######## cache_port_arbiter ########
cache_port_arbiter/m4.png
Supply wires on this layer in grey.
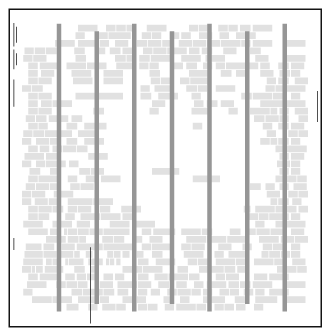

`src/rtl/cache_port_arbiter_pkg.sv`:
```
// Shared definitions for the cache port arbiter.
//   arb_state_e         : transaction FSM states (idle, request, response)
//   DEFAULT_NUM_MASTERS : default number of core-side masters
//   DEFAULT_ADDR_WIDTH  : default request address width
package cache_port_arbiter_pkg;

    typedef enum logic [1:0] {
        ST_IDLE     = 2'd0,
        ST_REQUEST  = 2'd1,
        ST_RESPONSE = 2'd2
    } arb_state_e;

    localparam int unsigned DEFAULT_NUM_MASTERS = 2;
    localparam int unsigned DEFAULT_ADDR_WIDTH  = 32;

endpackage

```
`src/rtl/rr_priority_picker.sv`:
```
// Combinational round-robin picker.
//   req_i    : request vector, one bit per master
//   ptr_i    : highest-priority index for this pick
//   winner_o : first requesting index at or after ptr_i (modulo NUM_MASTERS)
//   valid_o  : at least one request present
module rr_priority_picker
    import cache_port_arbiter_pkg::*;
#(
    parameter int unsigned NUM_MASTERS = DEFAULT_NUM_MASTERS,
    localparam int unsigned IDX_W      = $clog2(NUM_MASTERS)
) (
    input  logic [NUM_MASTERS-1:0] req_i,
    input  logic [IDX_W-1:0]       ptr_i,
    output logic [IDX_W-1:0]       winner_o,
    output logic                   valid_o
);

    int unsigned idx;

    always_comb begin
        winner_o = '0;
        valid_o  = 1'b0;
        idx      = 0;
        // Walk offsets 0..N-1 from the pointer; the first hit wins.
        for (int unsigned k = 0; k < NUM_MASTERS; k++) begin
            idx = (32'(ptr_i) + k) % NUM_MASTERS;
            if (!valid_o && req_i[IDX_W'(idx)]) begin
                winner_o = IDX_W'(idx);
                valid_o  = 1'b1;
            end
        end
    end

endmodule

```
`src/rtl/cache_port_arbiter.sv`:
```
// Round-robin arbiter sharing one cache core-side port between masters.
// At most one transaction is outstanding at the shared port.
//   clk, rst_n            : clock, asynchronous active-low reset
//   m_req_i .. m_be_i     : per-master request (packed, master k in slice k)
//   m_gnt_o, m_rvalid_o   : per-master grant / response valid
//   m_error_o             : per-master error, valid with m_rvalid_o
//   m_rdata_o             : response data broadcast to all masters
//   s_req_o .. s_be_o     : shared cache request
//   s_gnt_i .. s_error_i  : shared cache grant / response
module cache_port_arbiter
    import cache_port_arbiter_pkg::*;
#(
    parameter int unsigned NUM_MASTERS = DEFAULT_NUM_MASTERS,
    parameter int unsigned ADDR_WIDTH  = DEFAULT_ADDR_WIDTH
) (
    input  logic                              clk,
    input  logic                              rst_n,
    input  logic [NUM_MASTERS-1:0]            m_req_i,
    input  logic [NUM_MASTERS*ADDR_WIDTH-1:0] m_addr_i,
    input  logic [NUM_MASTERS*32-1:0]         m_wdata_i,
    input  logic [NUM_MASTERS-1:0]            m_we_i,
    input  logic [NUM_MASTERS*4-1:0]          m_be_i,
    output logic [NUM_MASTERS-1:0]            m_gnt_o,
    output logic [NUM_MASTERS-1:0]            m_rvalid_o,
    output logic [31:0]                       m_rdata_o,
    output logic [NUM_MASTERS-1:0]            m_error_o,
    output logic                              s_req_o,
    output logic [ADDR_WIDTH-1:0]             s_addr_o,
    output logic [31:0]                       s_wdata_o,
    output logic                              s_we_o,
    output logic [3:0]                        s_be_o,
    input  logic                              s_gnt_i,
    input  logic                              s_rvalid_i,
    input  logic [31:0]                       s_rdata_i,
    input  logic                              s_error_i
);

    localparam int unsigned IDX_W = $clog2(NUM_MASTERS);

    arb_state_e              state_q;
    logic [IDX_W-1:0]        sel_q;
    logic [IDX_W-1:0]        rr_ptr_q;
    logic [IDX_W-1:0]        winner;
    logic                    any_req;
    logic [IDX_W-1:0]        sel_next;
    logic [NUM_MASTERS-1:0]  sel_onehot;
    logic                    granted;
    logic                    complete;
    logic                    active;

    logic [ADDR_WIDTH-1:0]   sel_addr;
    logic [31:0]             sel_wdata;
    logic                    sel_we;
    logic [3:0]              sel_be;

    rr_priority_picker #(
        .NUM_MASTERS (NUM_MASTERS)
    ) u_picker (
        .req_i    (m_req_i),
        .ptr_i    (rr_ptr_q),
        .winner_o (winner),
        .valid_o  (any_req)
    );

    assign sel_next = (sel_q == IDX_W'(NUM_MASTERS - 1)) ? '0 : sel_q + 1'b1;

    // Grant is only meaningful while requesting; a response completes either
    // in Response or in Request when the cache grants and responds together.
    assign granted  = (state_q == ST_REQUEST) && s_gnt_i;
    assign complete = ((state_q == ST_RESPONSE) && s_rvalid_i) || (granted && s_rvalid_i);
    assign active   = (state_q != ST_IDLE);

    always_ff @(posedge clk or negedge rst_n) begin
        if (!rst_n) begin
            state_q  <= ST_IDLE;
            sel_q    <= '0;
            rr_ptr_q <= '0;
        end else begin
            case (state_q)
                ST_IDLE: begin
                    if (any_req) begin
                        sel_q   <= winner;
                        state_q <= ST_REQUEST;
                    end
                end
                ST_REQUEST: begin
                    if (s_gnt_i) begin
                        if (s_rvalid_i) begin
                            rr_ptr_q <= sel_next;
                            state_q  <= ST_IDLE;
                        end else begin
                            state_q  <= ST_RESPONSE;
                        end
                    end
                end
                ST_RESPONSE: begin
                    if (s_rvalid_i) begin
                        rr_ptr_q <= sel_next;
                        state_q  <= ST_IDLE;
                    end
                end
                default: state_q <= ST_IDLE;
            endcase
        end
    end

    always_comb begin
        sel_onehot = '0;
        sel_addr   = '0;
        sel_wdata  = '0;
        sel_we     = 1'b0;
        sel_be     = '0;
        for (int unsigned k = 0; k < NUM_MASTERS; k++) begin
            if (sel_q == IDX_W'(k)) begin
                sel_onehot[k] = 1'b1;
                sel_addr      = m_addr_i[k*ADDR_WIDTH +: ADDR_WIDTH];
                sel_wdata     = m_wdata_i[k*32 +: 32];
                sel_we        = m_we_i[k];
                sel_be        = m_be_i[k*4 +: 4];
            end
        end
    end

    // Request fields are forced to zero in Idle so reset and idle look alike.
    assign s_req_o    = (state_q == ST_REQUEST);
    assign s_addr_o   = active ? sel_addr  : '0;
    assign s_wdata_o  = active ? sel_wdata : '0;
    assign s_we_o     = active ? sel_we    : 1'b0;
    assign s_be_o     = active ? sel_be    : '0;

    assign m_gnt_o    = granted  ? sel_onehot : '0;
    assign m_rvalid_o = complete ? sel_onehot : '0;
    assign m_error_o  = (complete && s_error_i) ? sel_onehot : '0;
    assign m_rdata_o  = s_rdata_i;

endmodule

```
`config.mk`:
```
export PLATFORM = sky130hd
export DESIGN_NAME = cache_port_arbiter
export DESIGN_NICKNAME = d
export VERILOG_FILES = /design/src/rtl/cache_port_arbiter_pkg.sv /design/src/rtl/rr_priority_picker.sv /design/src/rtl/cache_port_arbiter.sv
export SDC_FILE = /design/constraint.sdc
export NUM_CORES = 1
export LEC_CHECK = 0
export ABC_CLOCK_PERIOD_IN_PS = 1450
export CAP_MARGIN = 20
export CORE_AREA = 4 4 108 110
export DETAILED_ROUTE_END_ITERATION = 8
export DIE_AREA = 0 0 112 114
export SYNTH_ARGS = -nofsm -noshare
export SYNTH_HDL_FRONTEND = slang
export SYNTH_SLANG_ARGS = --single-unit
```
`constraint.sdc`:
```
create_clock -name clk -period 1.45 [get_ports clk]
set_clock_uncertainty 0.1 [all_clocks]
set_input_delay 0.29 -clock clk [delete_from_list [all_inputs] [get_ports clk]]
set_output_delay 0.29 -clock clk [all_outputs]
set_load 0.1 [all_outputs]
```
######## pdu_debug_unit ########
==> config.mk <==
export PLATFORM = sky130hd
export DESIGN_NAME = pdu_debug_unit
export DESIGN_NICKNAME = d
export VERILOG_FILES = /design/src/rtl/pdu_debug_unit.sv
export SDC_FILE = /design/constraint.sdc
export NUM_CORES = 1
export LEC_CHECK = 0
export CAP_MARGIN = 5
export CORE_MARGIN = 2
export CORE_UTILIZATION = 44
export CTS_BUF_LIST = sky130_fd_sc_hd__clkbuf_4 sky130_fd_sc_hd__clkbuf_8 sky130_fd_sc_hd__clkbuf_16
export DETAILED_ROUTE_END_ITERATION = 10
export HOLD_SLACK_MARGIN = 0.06
export PLACE_DENSITY = 0.78
export SLEW_MARGIN = 20
export SYNTH_ARGS = -nofsm -noshare
export SYNTH_HDL_FRONTEND = slang
export SYNTH_SLANG_ARGS = --single-unit
==> constraint.sdc <==
create_clock -name clk -period 3.84 [get_ports clk]
set_input_delay 0.768 -clock clk [delete_from_list [all_inputs] [get_ports clk]]
set_output_delay 0.768 -clock clk [all_outputs]
set_load 0.02 [all_outputs]
==> src/rtl/pdu_debug_unit.sv <==
// Board-side debug unit for the pipelined CPU: button debounce, run/step clock
// and reset generation, memory-mapped LEDs/switches/display, and a PC/debug-word viewer.
//
// state    | meaning
// MODE_IO  | display shows seg_data written by the CPU
// MODE_PC  | display shows current_pc
// MODE_CHK | display shows chk_data at chk_addr
module pdu_debug_unit #(
    parameter int DEBOUNCE = 16,
    parameter int SCAN     = 1024
) (
    input  logic        clk,
    input  logic        rstn,
    input  logic        butu,
    input  logic        butd,
    input  logic        butr,
    input  logic        butc,
    input  logic        butl,
    input  logic [15:0] sw,
    output logic        cpu_stop,
    output logic [15:0] led,
    output logic [7:0]  an,
    output logic [6:0]  seg,
    output logic [2:0]  seg_sel,
    output logic        clk_cpu,
    output logic        rstn_cpu,
    input  logic [15:0] io_addr,
    input  logic [31:0] io_dout,
    input  logic        io_we,
    input  logic        io_rd,
    output logic [31:0] io_din,
    input  logic [31:0] current_pc,
    output logic [15:0] chk_addr,
    input  logic [31:0] chk_data
);

    localparam int DBW = $clog2(DEBOUNCE) + 1;
    localparam int SCW = (SCAN > 1) ? $clog2(SCAN) : 1;

    typedef enum logic [1:0] {MODE_IO, MODE_PC, MODE_CHK} mode_t;

    // button vector order: {l, c, r, d, u}
    logic [4:0]     but_s1, but_s2, but_lvl, but_lvl_d, but_evt;
    logic [DBW-1:0] db_cnt [5];
    logic [15:0]    sw_s1, sw_s2;
    logic           run;
    logic [31:0]    seg_data;
    mode_t          mode_q, mode_n;
    logic [SCW-1:0] scan_cnt;
    logic [2:0]     digit;
    logic [31:0]    disp_word;
    logic [3:0]     nibble;
    logic [6:0]     hex_seg;
    logic           unused_bits;

    assign unused_bits = ^{io_rd, io_addr[15:8]};
    assign but_evt     = but_lvl & ~but_lvl_d;

    always_ff @(posedge clk) begin
        if (rstn) begin
            but_s1    <= '0;
            but_s2    <= '0;
            but_lvl   <= '0;
            but_lvl_d <= '0;
            for (int i = 0; i < 5; i++) db_cnt[i] <= '0;
            sw_s1     <= '0;
            sw_s2     <= '0;
        end else begin
            but_s1    <= {butl, butc, butr, butd, butu};
            but_s2    <= but_s1;
            but_lvl_d <= but_lvl;
            sw_s1     <= sw;
            sw_s2     <= sw_s1;
            // level only follows the synchronized input after a full stable run
            for (int i = 0; i < 5; i++) begin
                if (but_s2[i] != but_lvl[i]) begin
                    if (db_cnt[i] == DBW'(DEBOUNCE - 1)) begin
                        but_lvl[i] <= but_s2[i];
                        db_cnt[i]  <= '0;
                    end else begin
                        db_cnt[i]  <= db_cnt[i] + 1'b1;
                    end
                end else begin
                    db_cnt[i] <= '0;
                end
            end
        end
    end

    always_ff @(posedge clk) begin
        rstn_cpu <= ~rstn;
        if (rstn) begin
            run      <= 1'b0;
            clk_cpu  <= 1'b0;
            chk_addr <= '0;
            led      <= '0;
            seg_data <= '0;
        end else begin
            if (but_evt[3]) run <= ~run;
            if (run)             clk_cpu <= ~clk_cpu;
            else if (but_evt[2]) clk_cpu <= 1'b1;
            else                 clk_cpu <= 1'b0;
            if (!run) begin
                if (but_evt[0] && !but_evt[1])      chk_addr <= chk_addr + 16'd1;
                else if (but_evt[1] && !but_evt[0]) chk_addr <= chk_addr - 16'd1;
            end
            if (io_we) begin
                case (io_addr[7:0])
                    8'h00:   led      <= io_dout[15:0];
                    8'h08:   seg_data <= io_dout;
                    default: ;
                endcase
            end
        end
    end

    assign cpu_stop = ~run;

    always_comb begin
        io_din = '0;
        case (io_addr[7:0])
            8'h0C:   io_din = {16'b0, sw_s2};
            8'h10:   io_din = {27'b0, but_lvl};
            8'h14:   io_din = {31'b0, run};
            default: io_din = '0;
        endcase
    end

    always_ff @(posedge clk) begin
        if (rstn) mode_q <= MODE_IO;
        else      mode_q <= mode_n;
    end

    always_comb begin
        mode_n    = mode_q;
        seg_sel   = 3'b001;
        disp_word = seg_data;
        if (but_evt[4]) begin
            case (mode_q)
                MODE_IO:  mode_n = MODE_PC;
                MODE_PC:  mode_n = MODE_CHK;
                default:  mode_n = MODE_IO;
            endcase
        end
        case (mode_q)
            MODE_PC:  begin seg_sel = 3'b010; disp_word = current_pc; end
            MODE_CHK: begin seg_sel = 3'b100; disp_word = chk_data;   end
            default:  begin seg_sel = 3'b001; disp_word = seg_data;   end
        endcase
    end

    always_ff @(posedge clk) begin
        if (rstn) begin
            scan_cnt <= SCW'(SCAN - 1);
            digit    <= '0;
        end else if (scan_cnt == '0) begin
            scan_cnt <= SCW'(SCAN - 1);
            digit    <= digit + 3'd1;
        end else begin
            scan_cnt <= scan_cnt - 1'b1;
        end
    end

    assign nibble = disp_word[{digit, 2'b00} +: 4];
    assign an     = ~(8'b1 << digit);
    assign seg    = ~hex_seg;

    always_comb begin
        hex_seg = 7'h00;
        case (nibble)
            4'h0: hex_seg = 7'h3F;
            4'h1: hex_seg = 7'h06;
            4'h2: hex_seg = 7'h5B;
            4'h3: hex_seg = 7'h4F;
            4'h4: hex_seg = 7'h66;
            4'h5: hex_seg = 7'h6D;
            4'h6: hex_seg = 7'h7D;
            4'h7: hex_seg = 7'h07;
            4'h8: hex_seg = 7'h7F;
            4'h9: hex_seg = 7'h6F;
            4'hA: hex_seg = 7'h77;
            4'hB: hex_seg = 7'h7C;
            4'hC: hex_seg = 7'h39;
            4'hD: hex_seg = 7'h5E;
            4'hE: hex_seg = 7'h79;
            default: hex_seg = 7'h71;
        endcase
    end

endmodule

######## mc_control_fsm ########
### config.mk
export PLATFORM = sky130hd
export DESIGN_NAME = mc_control_fsm
export DESIGN_NICKNAME = d
export VERILOG_FILES = /design/src/rtl/mc_cpu_pkg.sv /design/src/rtl/mc_ctrl_outdec.sv /design/src/rtl/mc_control_fsm.sv
export SDC_FILE = /design/constraint.sdc
export NUM_CORES = 1
export LEC_CHECK = 0
export CAP_MARGIN = 20
export CORE_MARGIN = 3
export CORE_UTILIZATION = 42
export DETAILED_ROUTE_END_ITERATION = 8
export HOLD_SLACK_MARGIN = 0.06
export MAX_ROUTING_LAYER = met4
export PLACE_DENSITY = 0.83
export SLEW_MARGIN = 20
export SYNTH_ARGS = -nofsm -noshare
export SYNTH_HDL_FRONTEND = slang
export SYNTH_SLANG_ARGS = --single-unit
### constraint.sdc
create_clock -name clk -period 2.4 [get_ports clk]
set_input_delay 0.72 -clock clk [delete_from_list [all_inputs] [get_ports clk]]
set_output_delay 0.72 -clock clk [all_outputs]
set_load 0.005 [all_outputs]
### src/rtl/mc_cpu_pkg.sv
// rtl/mc_cpu_pkg.sv - opcodes, state encodings and control-word codes for the multi-cycle control unit
package mc_cpu_pkg;

   localparam int OPC_W = 6;

   localparam logic [5:0] OPC_LW    = 6'h23;
   localparam logic [5:0] OPC_SW    = 6'h2B;
   localparam logic [5:0] OPC_RTYPE = 6'h00;
   localparam logic [5:0] OPC_BEQ   = 6'h04;
   localparam logic [5:0] OPC_BNE   = 6'h05;
   localparam logic [5:0] OPC_J     = 6'h02;
   localparam logic [5:0] OPC_ADDI  = 6'h08;

   typedef enum logic [3:0] {
      S_FETCH  = 4'd0,
      S_DECODE = 4'd1,
      S_MEMADR = 4'd2,
      S_MEMRD  = 4'd3,
      S_MEMWB  = 4'd4,
      S_MEMWR  = 4'd5,
      S_EXEC   = 4'd6,
      S_ALUWB  = 4'd7,
      S_BRANCH = 4'd8,
      S_JUMP   = 4'd9,
      S_IMMEX  = 4'd10,
      S_IMMWB  = 4'd11,
      S_TRAP   = 4'd12
   } state_t;

   localparam logic [1:0] ALUOP_ADD   = 2'b00;
   localparam logic [1:0] ALUOP_SUB   = 2'b01;
   localparam logic [1:0] ALUOP_FUNCT = 2'b10;

   localparam logic [1:0] SRC2_B     = 2'b00;
   localparam logic [1:0] SRC2_FOUR  = 2'b01;
   localparam logic [1:0] SRC2_IMM   = 2'b10;
   localparam logic [1:0] SRC2_IMMSH = 2'b11;

   localparam logic [1:0] PC_ALU    = 2'b00;
   localparam logic [1:0] PC_ALUOUT = 2'b01;
   localparam logic [1:0] PC_JUMP   = 2'b10;

   typedef struct packed {
      logic       id_sel;
      logic       mre;
      logic       mwe;
      logic       ir_we;
      logic       pc_we;
      logic [1:0] pc_sel;
      logic       alu_in1_sel;
      logic [1:0] alu_in2_sel;
      logic [1:0] alu_op;
      logic       branch;
      logic       branch_ne;
      logic       rf_we;
      logic       rf_dsel;
      logic       mto_rf_sel;
      logic       illegal_op;
   } ctrl_t;

endpackage

### src/rtl/mc_ctrl_outdec.sv
// rtl/mc_ctrl_outdec.sv - state to control-word decoder; CU_MEMWAIT_EN gates FETCH IR/PC writes on mem_ready
// Every field defaults to 0 and reset forces the whole word to 0.
module mc_ctrl_outdec
   import mc_cpu_pkg::*;
#(
   parameter int              OP_W   = OPC_W,
   parameter logic [OP_W-1:0] OP_BEQ = OPC_BEQ
) (
   input  state_t          state,
   input  logic [OP_W-1:0] op,
   input  logic            mem_ready,
   input  logic            reset,
   output ctrl_t           ctrl
);

   logic mem_go;
`ifdef CU_MEMWAIT_EN
   assign mem_go = mem_ready;
`else
   logic unused_mem_ready;
   assign unused_mem_ready = mem_ready;
   assign mem_go           = 1'b1;
`endif

   always_comb begin
      ctrl = '0;
      if (!reset) begin
         case (state)
            S_FETCH: begin
               ctrl.mre         = 1'b1;
               ctrl.ir_we       = mem_go;
               ctrl.pc_we       = mem_go;
               ctrl.alu_in2_sel = SRC2_FOUR;
            end
            S_DECODE: ctrl.alu_in2_sel = SRC2_IMMSH;
            S_MEMADR: begin
               ctrl.alu_in1_sel = 1'b1;
               ctrl.alu_in2_sel = SRC2_IMM;
            end
            S_MEMRD: begin
               ctrl.id_sel = 1'b1;
               ctrl.mre    = 1'b1;
            end
            S_MEMWB: begin
               ctrl.rf_we      = 1'b1;
               ctrl.mto_rf_sel = 1'b1;
            end
            S_MEMWR: begin
               ctrl.id_sel = 1'b1;
               ctrl.mwe    = 1'b1;
            end
            S_EXEC: begin
               ctrl.alu_in1_sel = 1'b1;
               ctrl.alu_op      = ALUOP_FUNCT;
            end
            S_ALUWB: begin
               ctrl.rf_we   = 1'b1;
               ctrl.rf_dsel = 1'b1;
            end
            S_BRANCH: begin
               ctrl.alu_in1_sel = 1'b1;
               ctrl.alu_op      = ALUOP_SUB;
               ctrl.pc_sel      = PC_ALUOUT;
               ctrl.branch      = (op == OP_BEQ);
               ctrl.branch_ne   = (op != OP_BEQ);
            end
            S_JUMP: begin
               ctrl.pc_we  = 1'b1;
               ctrl.pc_sel = PC_JUMP;
            end
            S_IMMEX: begin
               ctrl.alu_in1_sel = 1'b1;
               ctrl.alu_in2_sel = SRC2_IMM;
            end
            S_IMMWB: ctrl.rf_we      = 1'b1;
            S_TRAP:  ctrl.illegal_op = 1'b1;
            default: ctrl = '0;
         endcase
      end
   end

endmodule

### src/rtl/mc_control_fsm.sv
// rtl/mc_control_fsm.sv - multi-cycle MIPS control FSM; CU_MEMWAIT_EN adds memory wait states
// Holds only the state register; control outputs come from mc_ctrl_outdec.
module mc_control_fsm
   import mc_cpu_pkg::*;
#(
   parameter int              OP_W     = OPC_W,
   parameter logic [OP_W-1:0] OP_LW    = OPC_LW,
   parameter logic [OP_W-1:0] OP_SW    = OPC_SW,
   parameter logic [OP_W-1:0] OP_RTYPE = OPC_RTYPE,
   parameter logic [OP_W-1:0] OP_BEQ   = OPC_BEQ,
   parameter logic [OP_W-1:0] OP_BNE   = OPC_BNE,
   parameter logic [OP_W-1:0] OP_J     = OPC_J,
   parameter logic [OP_W-1:0] OP_ADDI  = OPC_ADDI
) (
   input  logic            clk,
   input  logic            reset,
   input  logic [OP_W-1:0] Op,
   input  logic            mem_ready,
   output logic            IDSel,
   output logic            MRE,
   output logic            MWE,
   output logic            IRWE,
   output logic            PCWE,
   output logic [1:0]      PCSel,
   output logic            ALUIn1Sel,
   output logic [1:0]      ALUIn2Sel,
   output logic [1:0]      ALUOp,
   output logic            Branch,
   output logic            BranchNE,
   output logic            RFWE,
   output logic            RFDSel,
   output logic            MtoRFSel,
   output logic            illegal_op,
   output logic [3:0]      state_o
);

   state_t state;
   ctrl_t  ctrl;
   logic   mem_go;

`ifdef CU_MEMWAIT_EN
   assign mem_go = mem_ready;
`else
   assign mem_go = 1'b1;
`endif

   always_ff @(posedge clk) begin
      if (reset) begin
         state <= S_FETCH;
      end else begin
         case (state)
            S_FETCH:  if (mem_go) state <= S_DECODE;
            S_DECODE: begin
               case (Op)
                  OP_LW, OP_SW:   state <= S_MEMADR;
                  OP_RTYPE:       state <= S_EXEC;
                  OP_BEQ, OP_BNE: state <= S_BRANCH;
                  OP_J:           state <= S_JUMP;
                  OP_ADDI:        state <= S_IMMEX;
                  default:        state <= S_TRAP;
               endcase
            end
            S_MEMADR: begin
               if (Op == OP_LW)      state <= S_MEMRD;
               else if (Op == OP_SW) state <= S_MEMWR;
               else                  state <= S_FETCH;
            end
            S_MEMRD:  if (mem_go) state <= S_MEMWB;
            S_MEMWR:  if (mem_go) state <= S_FETCH;
            S_EXEC:   state <= S_ALUWB;
            S_IMMEX:  state <= S_IMMWB;
            S_TRAP:   state <= S_TRAP;
            default:  state <= S_FETCH;
         endcase
      end
   end

   mc_ctrl_outdec #(
      .OP_W   (OP_W),
      .OP_BEQ (OP_BEQ)
   ) u_outdec (
      .state     (state),
      .op        (Op),
      .mem_ready (mem_ready),
      .reset     (reset),
      .ctrl      (ctrl)
   );

   assign IDSel      = ctrl.id_sel;
   assign MRE        = ctrl.mre;
   assign MWE        = ctrl.mwe;
   assign IRWE       = ctrl.ir_we;
   assign PCWE       = ctrl.pc_we;
   assign PCSel      = ctrl.pc_sel;
   assign ALUIn1Sel  = ctrl.alu_in1_sel;
   assign ALUIn2Sel  = ctrl.alu_in2_sel;
   assign ALUOp      = ctrl.alu_op;
   assign Branch     = ctrl.branch;
   assign BranchNE   = ctrl.branch_ne;
   assign RFWE       = ctrl.rf_we;
   assign RFDSel     = ctrl.rf_dsel;
   assign MtoRFSel   = ctrl.mto_rf_sel;
   assign illegal_op = ctrl.illegal_op;
   assign state_o    = reset ? 4'd0 : state;

endmodule

######## pw_pattern_matcher ########
===== src/rtl/pw_pkg.sv =====
// pw_pkg: shared constants for the USB pattern matcher (FSM encoding, stretch length, lane width).
package pw_pkg;
    localparam logic [1:0] ST_IDLE  = 2'd0;
    localparam logic [1:0] ST_ARMED = 2'd1;
    localparam logic [1:0] ST_FIRE  = 2'd2;
    localparam int MATCH_STRETCH_CYCLES = 4;
    localparam int LANE_W = 8;
endpackage


===== src/rtl/pw_masked_compare.sv =====
// pw_masked_compare: per-lane masked byte compare; lanes at or beyond the effective length are don't care.
module pw_masked_compare
    import pw_pkg::*;
#(
    parameter int pBYTES       = 64,
    parameter int pCOUNT_WIDTH = 7
) (
    input  logic [pBYTES*LANE_W-1:0] i_window,
    input  logic [pBYTES*LANE_W-1:0] i_pattern,
    input  logic [pBYTES*LANE_W-1:0] i_mask,
    input  logic [pCOUNT_WIDTH-1:0]  i_len,
    output logic                     o_hit
);
    logic [pBYTES-1:0] w_lane_ok;

    for (genvar i = 0; i < pBYTES; i++) begin : g_lane
        assign w_lane_ok[i] = (i_len <= pCOUNT_WIDTH'(i)) ||
            (((i_window[i*LANE_W +: LANE_W] ^ i_pattern[i*LANE_W +: LANE_W]) & i_mask[i*LANE_W +: LANE_W]) == '0);
    end

    assign o_hit = &w_lane_ok;
endmodule


===== src/rtl/pw_pattern_matcher.sv =====
// pw_pattern_matcher: sliding-window masked pattern matcher driving the trigger generator's match input.
// Optional PW_MATCH_STRETCH_EN holds O_match high for MATCH_STRETCH_CYCLES cycles instead of one.
module pw_pattern_matcher
    import pw_pkg::*;
#(
    parameter int pBYTES       = 64,
    parameter int pCOUNT_WIDTH = 7
) (
    input  logic                     usb_clk,
    input  logic                     reset_i,
    input  logic [7:0]               I_data,
    input  logic                     I_data_valid,
    input  logic [pBYTES*8-1:0]      I_pattern,
    input  logic [pBYTES*8-1:0]      I_mask,
    input  logic [pCOUNT_WIDTH-1:0]  I_pattern_bytes,
    input  logic                     I_arm,
    input  logic                     I_disarm,
    output logic                     O_armed,
    output logic                     O_match
);
    localparam logic [pCOUNT_WIDTH-1:0] MAXC = pCOUNT_WIDTH'(pBYTES);

    logic [pBYTES*LANE_W-1:0] r_window;
    logic [pCOUNT_WIDTH-1:0]  r_count;
    logic [pCOUNT_WIDTH-1:0]  w_len;
    logic [1:0]               r_state;
    logic                     r_new_byte;
    logic                     r_match;
    logic                     w_cmp;
    logic                     w_hit;
    logic                     w_arm;
`ifdef PW_MATCH_STRETCH_EN
    logic [1:0]               r_stretch;
`endif

    assign w_len   = (I_pattern_bytes > MAXC) ? MAXC : I_pattern_bytes;
    assign w_arm   = (r_state == ST_IDLE) && I_arm && !I_disarm;
    // Only compare right after a new byte so a static window cannot re-fire
    assign w_hit   = r_new_byte && (w_len != '0) && (r_count >= w_len) && w_cmp;
    assign O_armed = (r_state == ST_ARMED);
    assign O_match = r_match;

    pw_masked_compare #(.pBYTES(pBYTES), .pCOUNT_WIDTH(pCOUNT_WIDTH)) u_cmp (
        .i_window  (r_window),
        .i_pattern (I_pattern),
        .i_mask    (I_mask),
        .i_len     (w_len),
        .o_hit     (w_cmp)
    );

    always_ff @(posedge usb_clk or posedge reset_i) begin
        if (reset_i) begin
            r_window   <= '0;
            r_count    <= '0;
            r_new_byte <= 1'b0;
        end else begin
            r_new_byte <= I_data_valid;
            if (I_data_valid)
                r_window <= {r_window[pBYTES*LANE_W-LANE_W-1:0], I_data};
            // Arming restarts the count so a match needs bytes received after arming
            if (w_arm)
                r_count <= '0;
            else if (I_data_valid && r_count != MAXC)
                r_count <= r_count + pCOUNT_WIDTH'(1);
        end
    end

    always_ff @(posedge usb_clk or posedge reset_i) begin
        if (reset_i) begin
            r_state <= ST_IDLE;
            r_match <= 1'b0;
`ifdef PW_MATCH_STRETCH_EN
            r_stretch <= '0;
`endif
        end else begin
            case (r_state)
                ST_IDLE: if (w_arm) r_state <= ST_ARMED;
                ST_ARMED: begin
                    if (I_disarm) begin
                        r_state <= ST_IDLE;
                    end else if (w_hit) begin
                        r_state <= ST_FIRE;
                        r_match <= 1'b1;
`ifdef PW_MATCH_STRETCH_EN
                        r_stretch <= '0;
`endif
                    end
                end
                ST_FIRE: begin
`ifdef PW_MATCH_STRETCH_EN
                    if (r_stretch == 2'(MATCH_STRETCH_CYCLES - 1)) begin
                        r_match <= 1'b0;
                        r_state <= ST_IDLE;
                    end else begin
                        r_stretch <= r_stretch + 2'd1;
                    end
`else
                    r_match <= 1'b0;
                    r_state <= ST_IDLE;
`endif
                end
                default: begin
                    r_state <= ST_IDLE;
                    r_match <= 1'b0;
                end
            endcase
        end
    end
endmodule


===== config.mk =====
export PLATFORM = sky130hd
export DESIGN_NAME = pw_pattern_matcher
export DESIGN_NICKNAME = d
export VERILOG_FILES = /design/src/rtl/pw_pkg.sv /design/src/rtl/pw_masked_compare.sv /design/src/rtl/pw_pattern_matcher.sv
export SDC_FILE = /design/constraint.sdc
export NUM_CORES = 1
export LEC_CHECK = 0
export CORE_AREA = 2 2 411 413
export CTS_CLUSTER_SIZE = 14
export DETAILED_ROUTE_END_ITERATION = 8
export DIE_AREA = 0 0 413 415
export PLACE_DENSITY = 0.43
export SLEW_MARGIN = 30
export SYNTH_ARGS = -nofsm -noshare
export SYNTH_HDL_FRONTEND = slang
export SYNTH_HIERARCHICAL = 1
export SYNTH_SLANG_ARGS = --single-unit

===== constraint.sdc =====
create_clock -name usb_clk -period 19.94 [get_ports usb_clk]
set_input_delay 1.994 -clock usb_clk [delete_from_list [all_inputs] [get_ports usb_clk]]
set_output_delay 1.994 -clock usb_clk [all_outputs]
set_load 0.02 [all_outputs]

cache_port_arbiter/m3.png
Bar = 20 um.
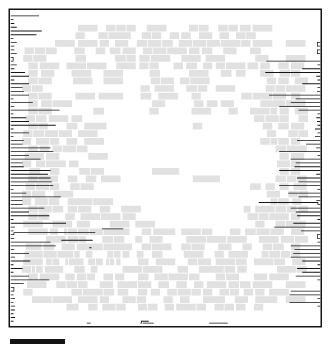
longest straight run = 29.2 um
wire length on this layer = 948 um
global-route track usage on met3: 4.668%
aggregate routed wire length: 9512 um
routed vias: 2307

## Picture notes: cache_port_arbiter/m4.png
wire length on this layer = 76.2 um
share of all routed wire = 0.80%
main direction = vertical
longest straight run = 27.2 um
nets with wire on the layer = 8

==> results.txt, cache_port_arbiter <==
Results of an implementation run.

Global routing used 13.06% of the available tracks. The final hold slack is 0.1967 ns. The post-placement cell area is 0.005243 mm2.

The dominant cell by count in the synthesized netlist is sky130_fd_sc_hd__nor2_1. For this run, the final setup violation count is recorded as 77. The number of flops mapped to enable cells by yosys is 0. The fmax is 519.5 MHz.

For the pin with the worst max-slew slack, the measured transition is 0.3346 ns. The final setup slack of the worst path is -0.4748 ns. The post-cts sizing count is 68. In this run the number of cells on the critical path is 5.

The clock latency on the worst-skew pair is 0.22 ns. The number of filler cells placed in the layout is 908. Sequential cells were found to cover 6.441% of the synthesized design area. The signed area change from the synthesized netlist to the final layout is 271.7%. The flow ran to the end, but the final reports show violations. The die span in x is 112 um. The checks that failed: negative setup slack. In this run the number of H-tree levels came out at 1. The region available for standard cell placement spans 0.01070 mm2.

The final-report hold violation count is 0. The worst-case setup slack after placement is -0.5352 ns. The area share of the largest cell type after synthesis is 45.09%. The number of logic gates is 161. The unique cell type count in the Yosys netlist is 20.

On the critical path, the stage with the largest delay is an instance of sky130_fd_sc_hd__dfrtp_4. On the worst path, the slowest cell contributes a delay of 0.48 ns.
## cache_port_arbiter: kinds of logic (layout without fill, tap and decap cells)
family	count (synthesis)	in the layout	share of synthesized area, %
DFF	4	4	6.441
muxes	70	70	45.09
and+or+nand+nor	84	84	21.74
AOI/OAI and AO/OA	7	7	3.301
buffers and inverters	49	258	23.43
## cache_port_arbiter: how the worst max path moves through the flow
stage                     from       endpoint  slack [ns]
global placement       s_gnt_i   m_error_o[1]       -0.54
floorplan           state_q[1]   m_error_o[1]       -0.57
CTS                      sel_q   s_addr_o[24]       -0.46
global route             sel_q   s_addr_o[21]       -0.51
detailed placement     s_gnt_i  m_rvalid_o[0]       -0.54
finish                   sel_q   s_addr_o[21]       -0.47
## cache_port_arbiter: power by group
part | switching [mW] | internal, mW | total, mW | leakage, nW
sequential | 0.0441 | 0.158 | 0.202 | 0.0460
clock | 0.0588 | 0.177 | 0.236 | 0.0216
combinational | 7.60 | 5.15 | 12.8 | 2.08
## cache_port_arbiter: metal layers
metal	track usage, %	vias up	wire length (um)
met4	1.763	0	76
met3	4.668	16	948
met2	25.94	138	5313
li1	-	1111	-
met1	13.39	1042	3173
met5	0	-	0
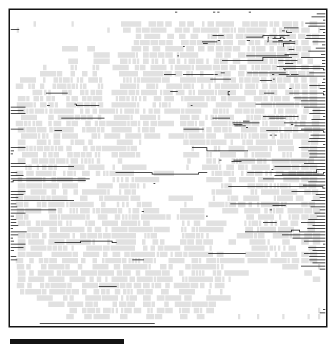
pdu_debug_unit/m3.png
Bar = 50 um.
wire length on this layer = 1610 um
share of all routed wire = 7.7%
main direction = horizontal

pdu_debug_unit/m2.png
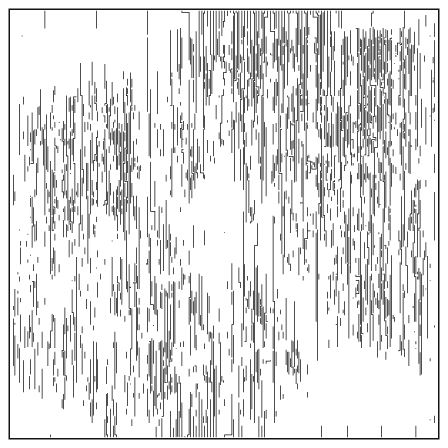
wire length on this layer = 10300 um
share of all routed wire = 49%

==> results.txt, pdu_debug_unit <==
Results of an implementation run.

Overall power consumption after layout is estimated at 3.663 mW. The signed area change from the synthesized netlist to the final layout is 42.45%. STA classifies the critical path endpoint as an output pin.

During placement, the flow inserted port buffers numbering 196. The run finished, with violations left. The post-CTS repair timing setup buffer count is 9. The post-route clock period utilization is 105.3%. The mean number of vias per cell is 5.075. Endpoints with negative setup slack in the final report add up to 6. The total negative setup slack is -0.6490 ns. The register-to-register setup slack is 0.65 ns. The critical path in the final layout is reported with a setup slack of -0.2045 ns. The die is 138.0 um tall. The length in cells of the worst reg-to-reg path is 11. The utilization of the core after routing is 64.61%. The number of DRC markers in iteration 0 is 376.

Counting every sink on the clock net gives 159. The total standard cell area after synthesis is 0.007900 mm2. The dominant delay contributor by cell family on the critical path is multiplexers.

The critical path maximum fanout is 2. The checks that failed: negative setup slack. The commonest cells after synthesis are 134 x sky130_fd_sc_hd__dfxtp_1, 109 x sky130_fd_sc_hd__nand2_1, 89 x sky130_fd_sc_hd__nor2_1. The synthesized netlist contains 61 unique library cells. Leaving out buffers and inverters, the combinational logic in the layout accounts for 0.004368 mm2. The first detailed-routing pass took 5 iterations. By instance count after routing, the leading logic cell types are 178 x sky130_fd_sc_hd__clkdlybuf4s50_1, 132 x sky130_fd_sc_hd__dfxtp_1, 107 x sky130_fd_sc_hd__nand2_1. The slew check shows that the tightest pin keeps a relative margin of 36.04%.
-- pdu_debug_unit: routing by layer --
layer	share of wire (%)	routed length, um	track usage (%)
met5	0	0	0
met3	7.7	1612	6.213
met2	49	10260	37.51
met4	3.1	656	9.467
met1	40	8360	24.11
-- pdu_debug_unit: registers in the layout (all words and copies together) (netlist names) --
signal	count
led	16
but_lvl	5
db_cnt	25
sw_s1	16
mode_q	2
but_s1	5
run	1
but_s2	5
digit	3
rstn_cpu	1
but_lvl_d	5
clk_cpu	1
scan_cnt	10
sw_s2	16
chk_addr	16
seg_data	32
-- pdu_debug_unit: logic make-up after synthesis --
kind of cell | synth area share, %
AOI/OAI and AO/OA | 12.94
xor gates and xnor gates | 3.326
adders and majority gates | 7.064
buffers and inverters | 5.575
DFF | 43.46
muxes | 7.919
other | 0.09506
and+or+nand+nor | 19.62
-- pdu_debug_unit: power by group through the flow --
stage	registers [mW]	clock network [mW]	logic [mW]
after floorplan	1.78	0	0.103
after global placement	1.78	0	0.243
after detailed placement	1.78	0	0.247
after CTS	1.74	1.71	0.247
after global routing	1.74	1.79	0.270
final	1.74	1.67	0.247
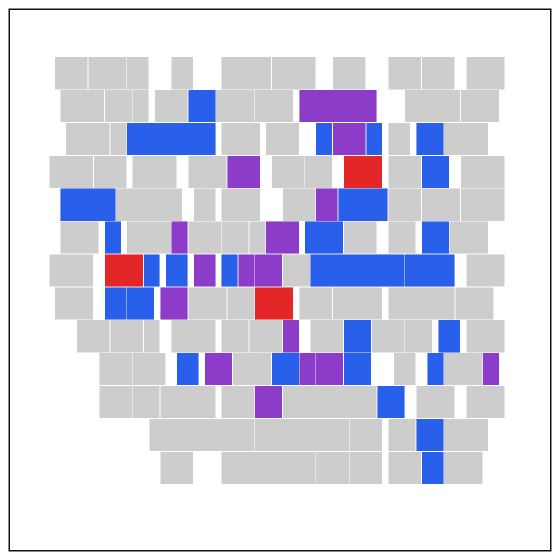
mc_control_fsm/gates.png
blue -> nor cells  # cells 27
red -> xor and xnor cells  # cells 3
purple -> nand cells  # cells 16, where centre

==> results.txt, mc_control_fsm <==
Results of an implementation run.

The flow ran to the end, and the final reports show no timing, DRC or antenna violations. The path type of the worst min-delay path is flip-flop to flip-flop. STA classifies the critical path endpoint as an output pin.

The critical path endpoint has a required time of 1.68 ns. Setup repair after global routing could not meet its margin everywhere. The xor/xnor cell area share of the yosys netlist is 4.183%. The net total in the final layout is 147.

The report counts max-capacitance violations totalling 0. At floorplan, the net count of the design was reported as 100. The internal portion of total power is 0.3396 mW. Per the CTS log, the buffer count on the longest clock path is 2. The fraction of area in multi-input gates is 48.16%. The path with the worst hold slack has its endpoint at state[0]. The total tool warning count is 28. The synthesis run shows multiplexers occupying 0% of the cell area. The fraction of met3 tracks used by global routing is 4.065%. The register fraction of the total cell area is 7.804%. The worst slew margin relative to its limit is 75.91%. The power density over cell area is 530.6 mW/mm2.

The mean number of vias per cell is 6.132. In this run the worst path has a maximum fanout of 4. The finished cells cover 0.001122 mm2. The endpoint of the worst-slack reg-to-reg timing path is state[0]. The number of hold buffers added after cts is 0. Grouping non-sequential cells by family puts the most area in simple AND/OR/NAND/NOR gates. The library cell contributing the largest single delay on the critical path is sky130_fd_sc_hd__clkdlybuf4s50_1.

The tapcell count is 15.
==> mc_control_fsm: power groups by stage <==
stage	Sequential, mW	Combinational [mW]	Clock (mW)
CTS	0.106	0.372	0.0903
finish	0.112	0.394	0.0896
global placement	0.102	0.356	0
floorplan	0.0864	0.195	0
global route	0.113	0.425	0.100
detailed placement	0.103	0.367	0
==> mc_control_fsm: stage by stage <==
step / instances / setup TNS (ns) / setup slack (ns)
after floorplan: 91 / 0 / 0.2588
after global placement: 146 / -9.835 / -0.6052
after detailed placement: 146 / -10.82 / -0.7314
after CTS: 151 / 0 / 0.001466
after global routing: 151 / -0.05563 / -0.03027
final: 151 / 0 / 0.01881
==> mc_control_fsm: critical path, delay by kind of cell <==
family	cells	cell delay (ns)
and+or+nand+nor	2	0.24
buffers and inverters	3	0.69
==> mc_control_fsm: worst max-delay path by stage <==
stage | startpoint | endpoint | slack [ns] | depth (start not counted)
after floorplan | reset | MRE | 0.26 | 3
after global routing | Op[3] | BranchNE | -0.03 | 6
final | reset | ALUOp[0] | 0.02 | 5
after detailed placement | reset | ALUIn1Sel | -0.73 | 4
after global placement | reset | ALUIn1Sel | -0.61 | 4
after CTS | state[3] | RFWE | 0.001 | 5
pw_pattern_matcher/m3.png
Bar = 100 um.
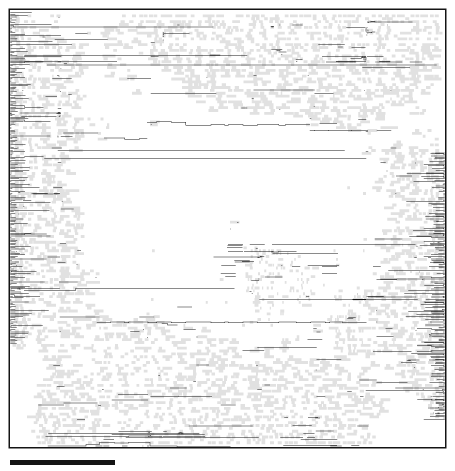
wire length on this layer = 10100 um
share of all routed wire = 6.5%
nets with wire on the layer = 569
longest straight run = 370 um

==> results.txt, pw_pattern_matcher <==
Results of an implementation run.

The run finished with clean final reports. The mapped netlist covers 0.02740 mm2. The highest-utilization routing layer at the global route stage is met2.

The register with the most flip-flops in the layout has 512 of them. After synthesis, the cell types taking the most area are sky130_fd_sc_hd__dfrtp_1 48%, sky130_fd_sc_hd__mux2_2 21%, sky130_fd_sc_hd__xor2_1 16%, sky130_fd_sc_hd__a22oi_1 6.8%, sky130_fd_sc_hd__nand4_1 1.3%. In the layout the commonest cells are 1043 x sky130_fd_sc_hd__clkdlybuf4s50_1, 523 x sky130_fd_sc_hd__dfrtp_1, 513 x sky130_fd_sc_hd__xor2_1. Setup repair after global routing left no endpoint under its margin.

The number of flops mapped to enable cells by yosys is 0. The fraction of met3 tracks used by global routing is 4.335%. Detailed routing placed a total of 10140 um of wire on met3. The largest area contributor in the synthesized netlist is sky130_fd_sc_hd__dfrtp_1. The data required time of the worst path is 20.47 ns. The average size of a mapped cell is 12.66 um2. The internal portion of the total power is 2.551 mW. The length in cells of the worst reg-to-reg path is 12.

Among the stages of the critical path, the cell type that occurs most often is sky130_fd_sc_hd__nand2_1. The floorplan report lists the tap cell count as 2204. The number of cells reported by Yosys stat comes to 2164.

The maximum number of pins on one net before global-route repair is 149. The floorplan step set the die width to 413 um. Summed over all layers, the global routing overflow is 0. The yosys stat chip area is 0.02740 mm2.

The floorplan step defined a core boundary enclosing 0.1667 mm2. In this run the vertical extent of the chip is 415 um. The post-cts sizing count is 0. The register with the highest flop count is r_window.
## pw_pattern_matcher: worst reg2reg max path, stage by stage (launching register included)
cell and delay (ns):
sky130_fd_sc_hd__dfrtp_1 0.49, sky130_fd_sc_hd__xor2_1 0.20, sky130_fd_sc_hd__a22oi_2 0.64, sky130_fd_sc_hd__nand4_1 0.61, sky130_fd_sc_hd__nor4_1 0.71, sky130_fd_sc_hd__nand3_1 0.13
sky130_fd_sc_hd__a21oi_1 0.17, sky130_fd_sc_hd__nand4_1 0.13, sky130_fd_sc_hd__a2111oi_2 0.41, sky130_fd_sc_hd__nand2_1 0.17, sky130_fd_sc_hd__a21oi_1 0.20, sky130_fd_sc_hd__nand2b_1 0.08
sky130_fd_sc_hd__o21ba_2 0.19
## pw_pattern_matcher: stage by stage
step,std cells,setup WS [ns]
2_1_floorplan,2164,3.334
3_3_place_gp,5368,12.81
3_5_place_dp,5368,13.29
4_1_cts,5493,14.02
5_1_grt,5508,13.68
6_report,5516,14.05


==> gallery <==
The clock network.
(a)
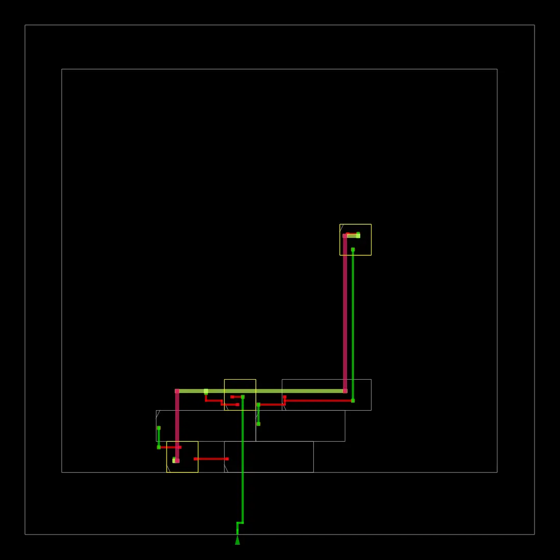
(b)
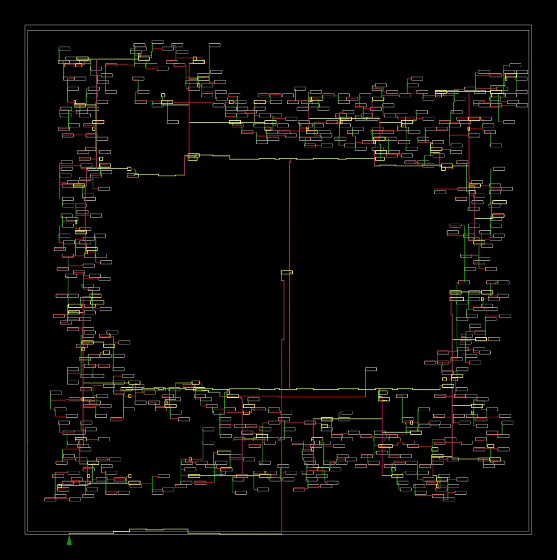
(c)
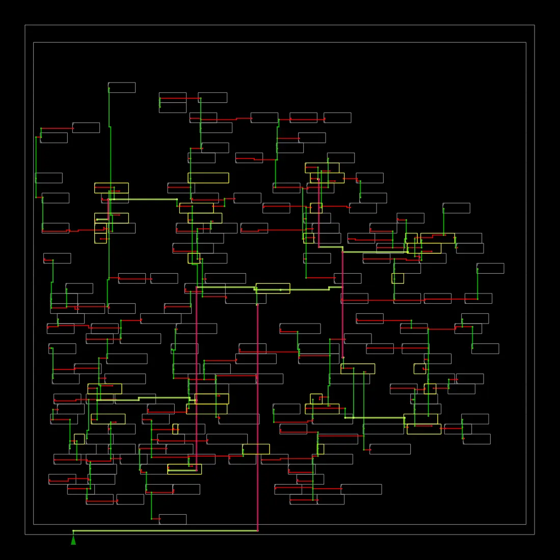
(d)
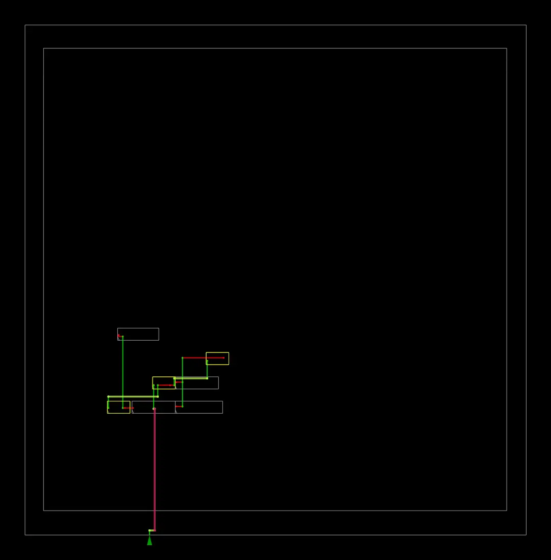
| from | picture |
|---|---|
| pw_pattern_matcher | (b) |
| cache_port_arbiter | (d) |
| pdu_debug_unit | (c) |
| mc_control_fsm | (a) |


==> layout pictures side by side <==
Met2 routing.
picture 1
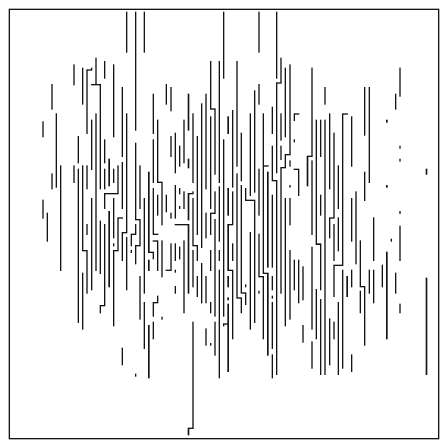
picture 2
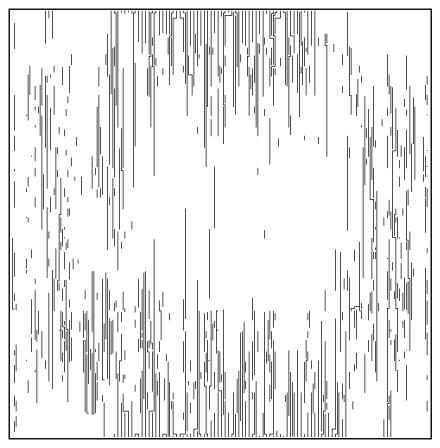
picture 3
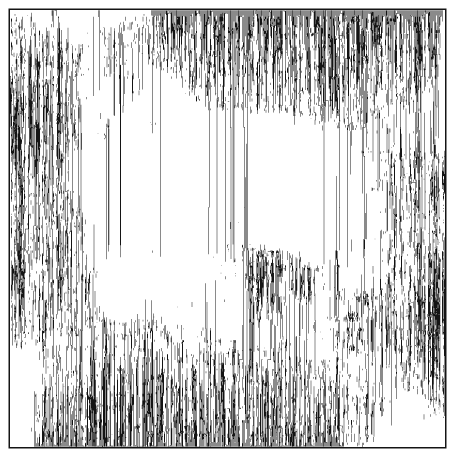
mc_control_fsm is picture 1.
pw_pattern_matcher is picture 3.
cache_port_arbiter is picture 2.

Key to picture 2:
nets with wire on the layer = 530
wire length on this layer = 5310 um
main direction = vertical

Power is estimated from default activity; no workload was simulated.
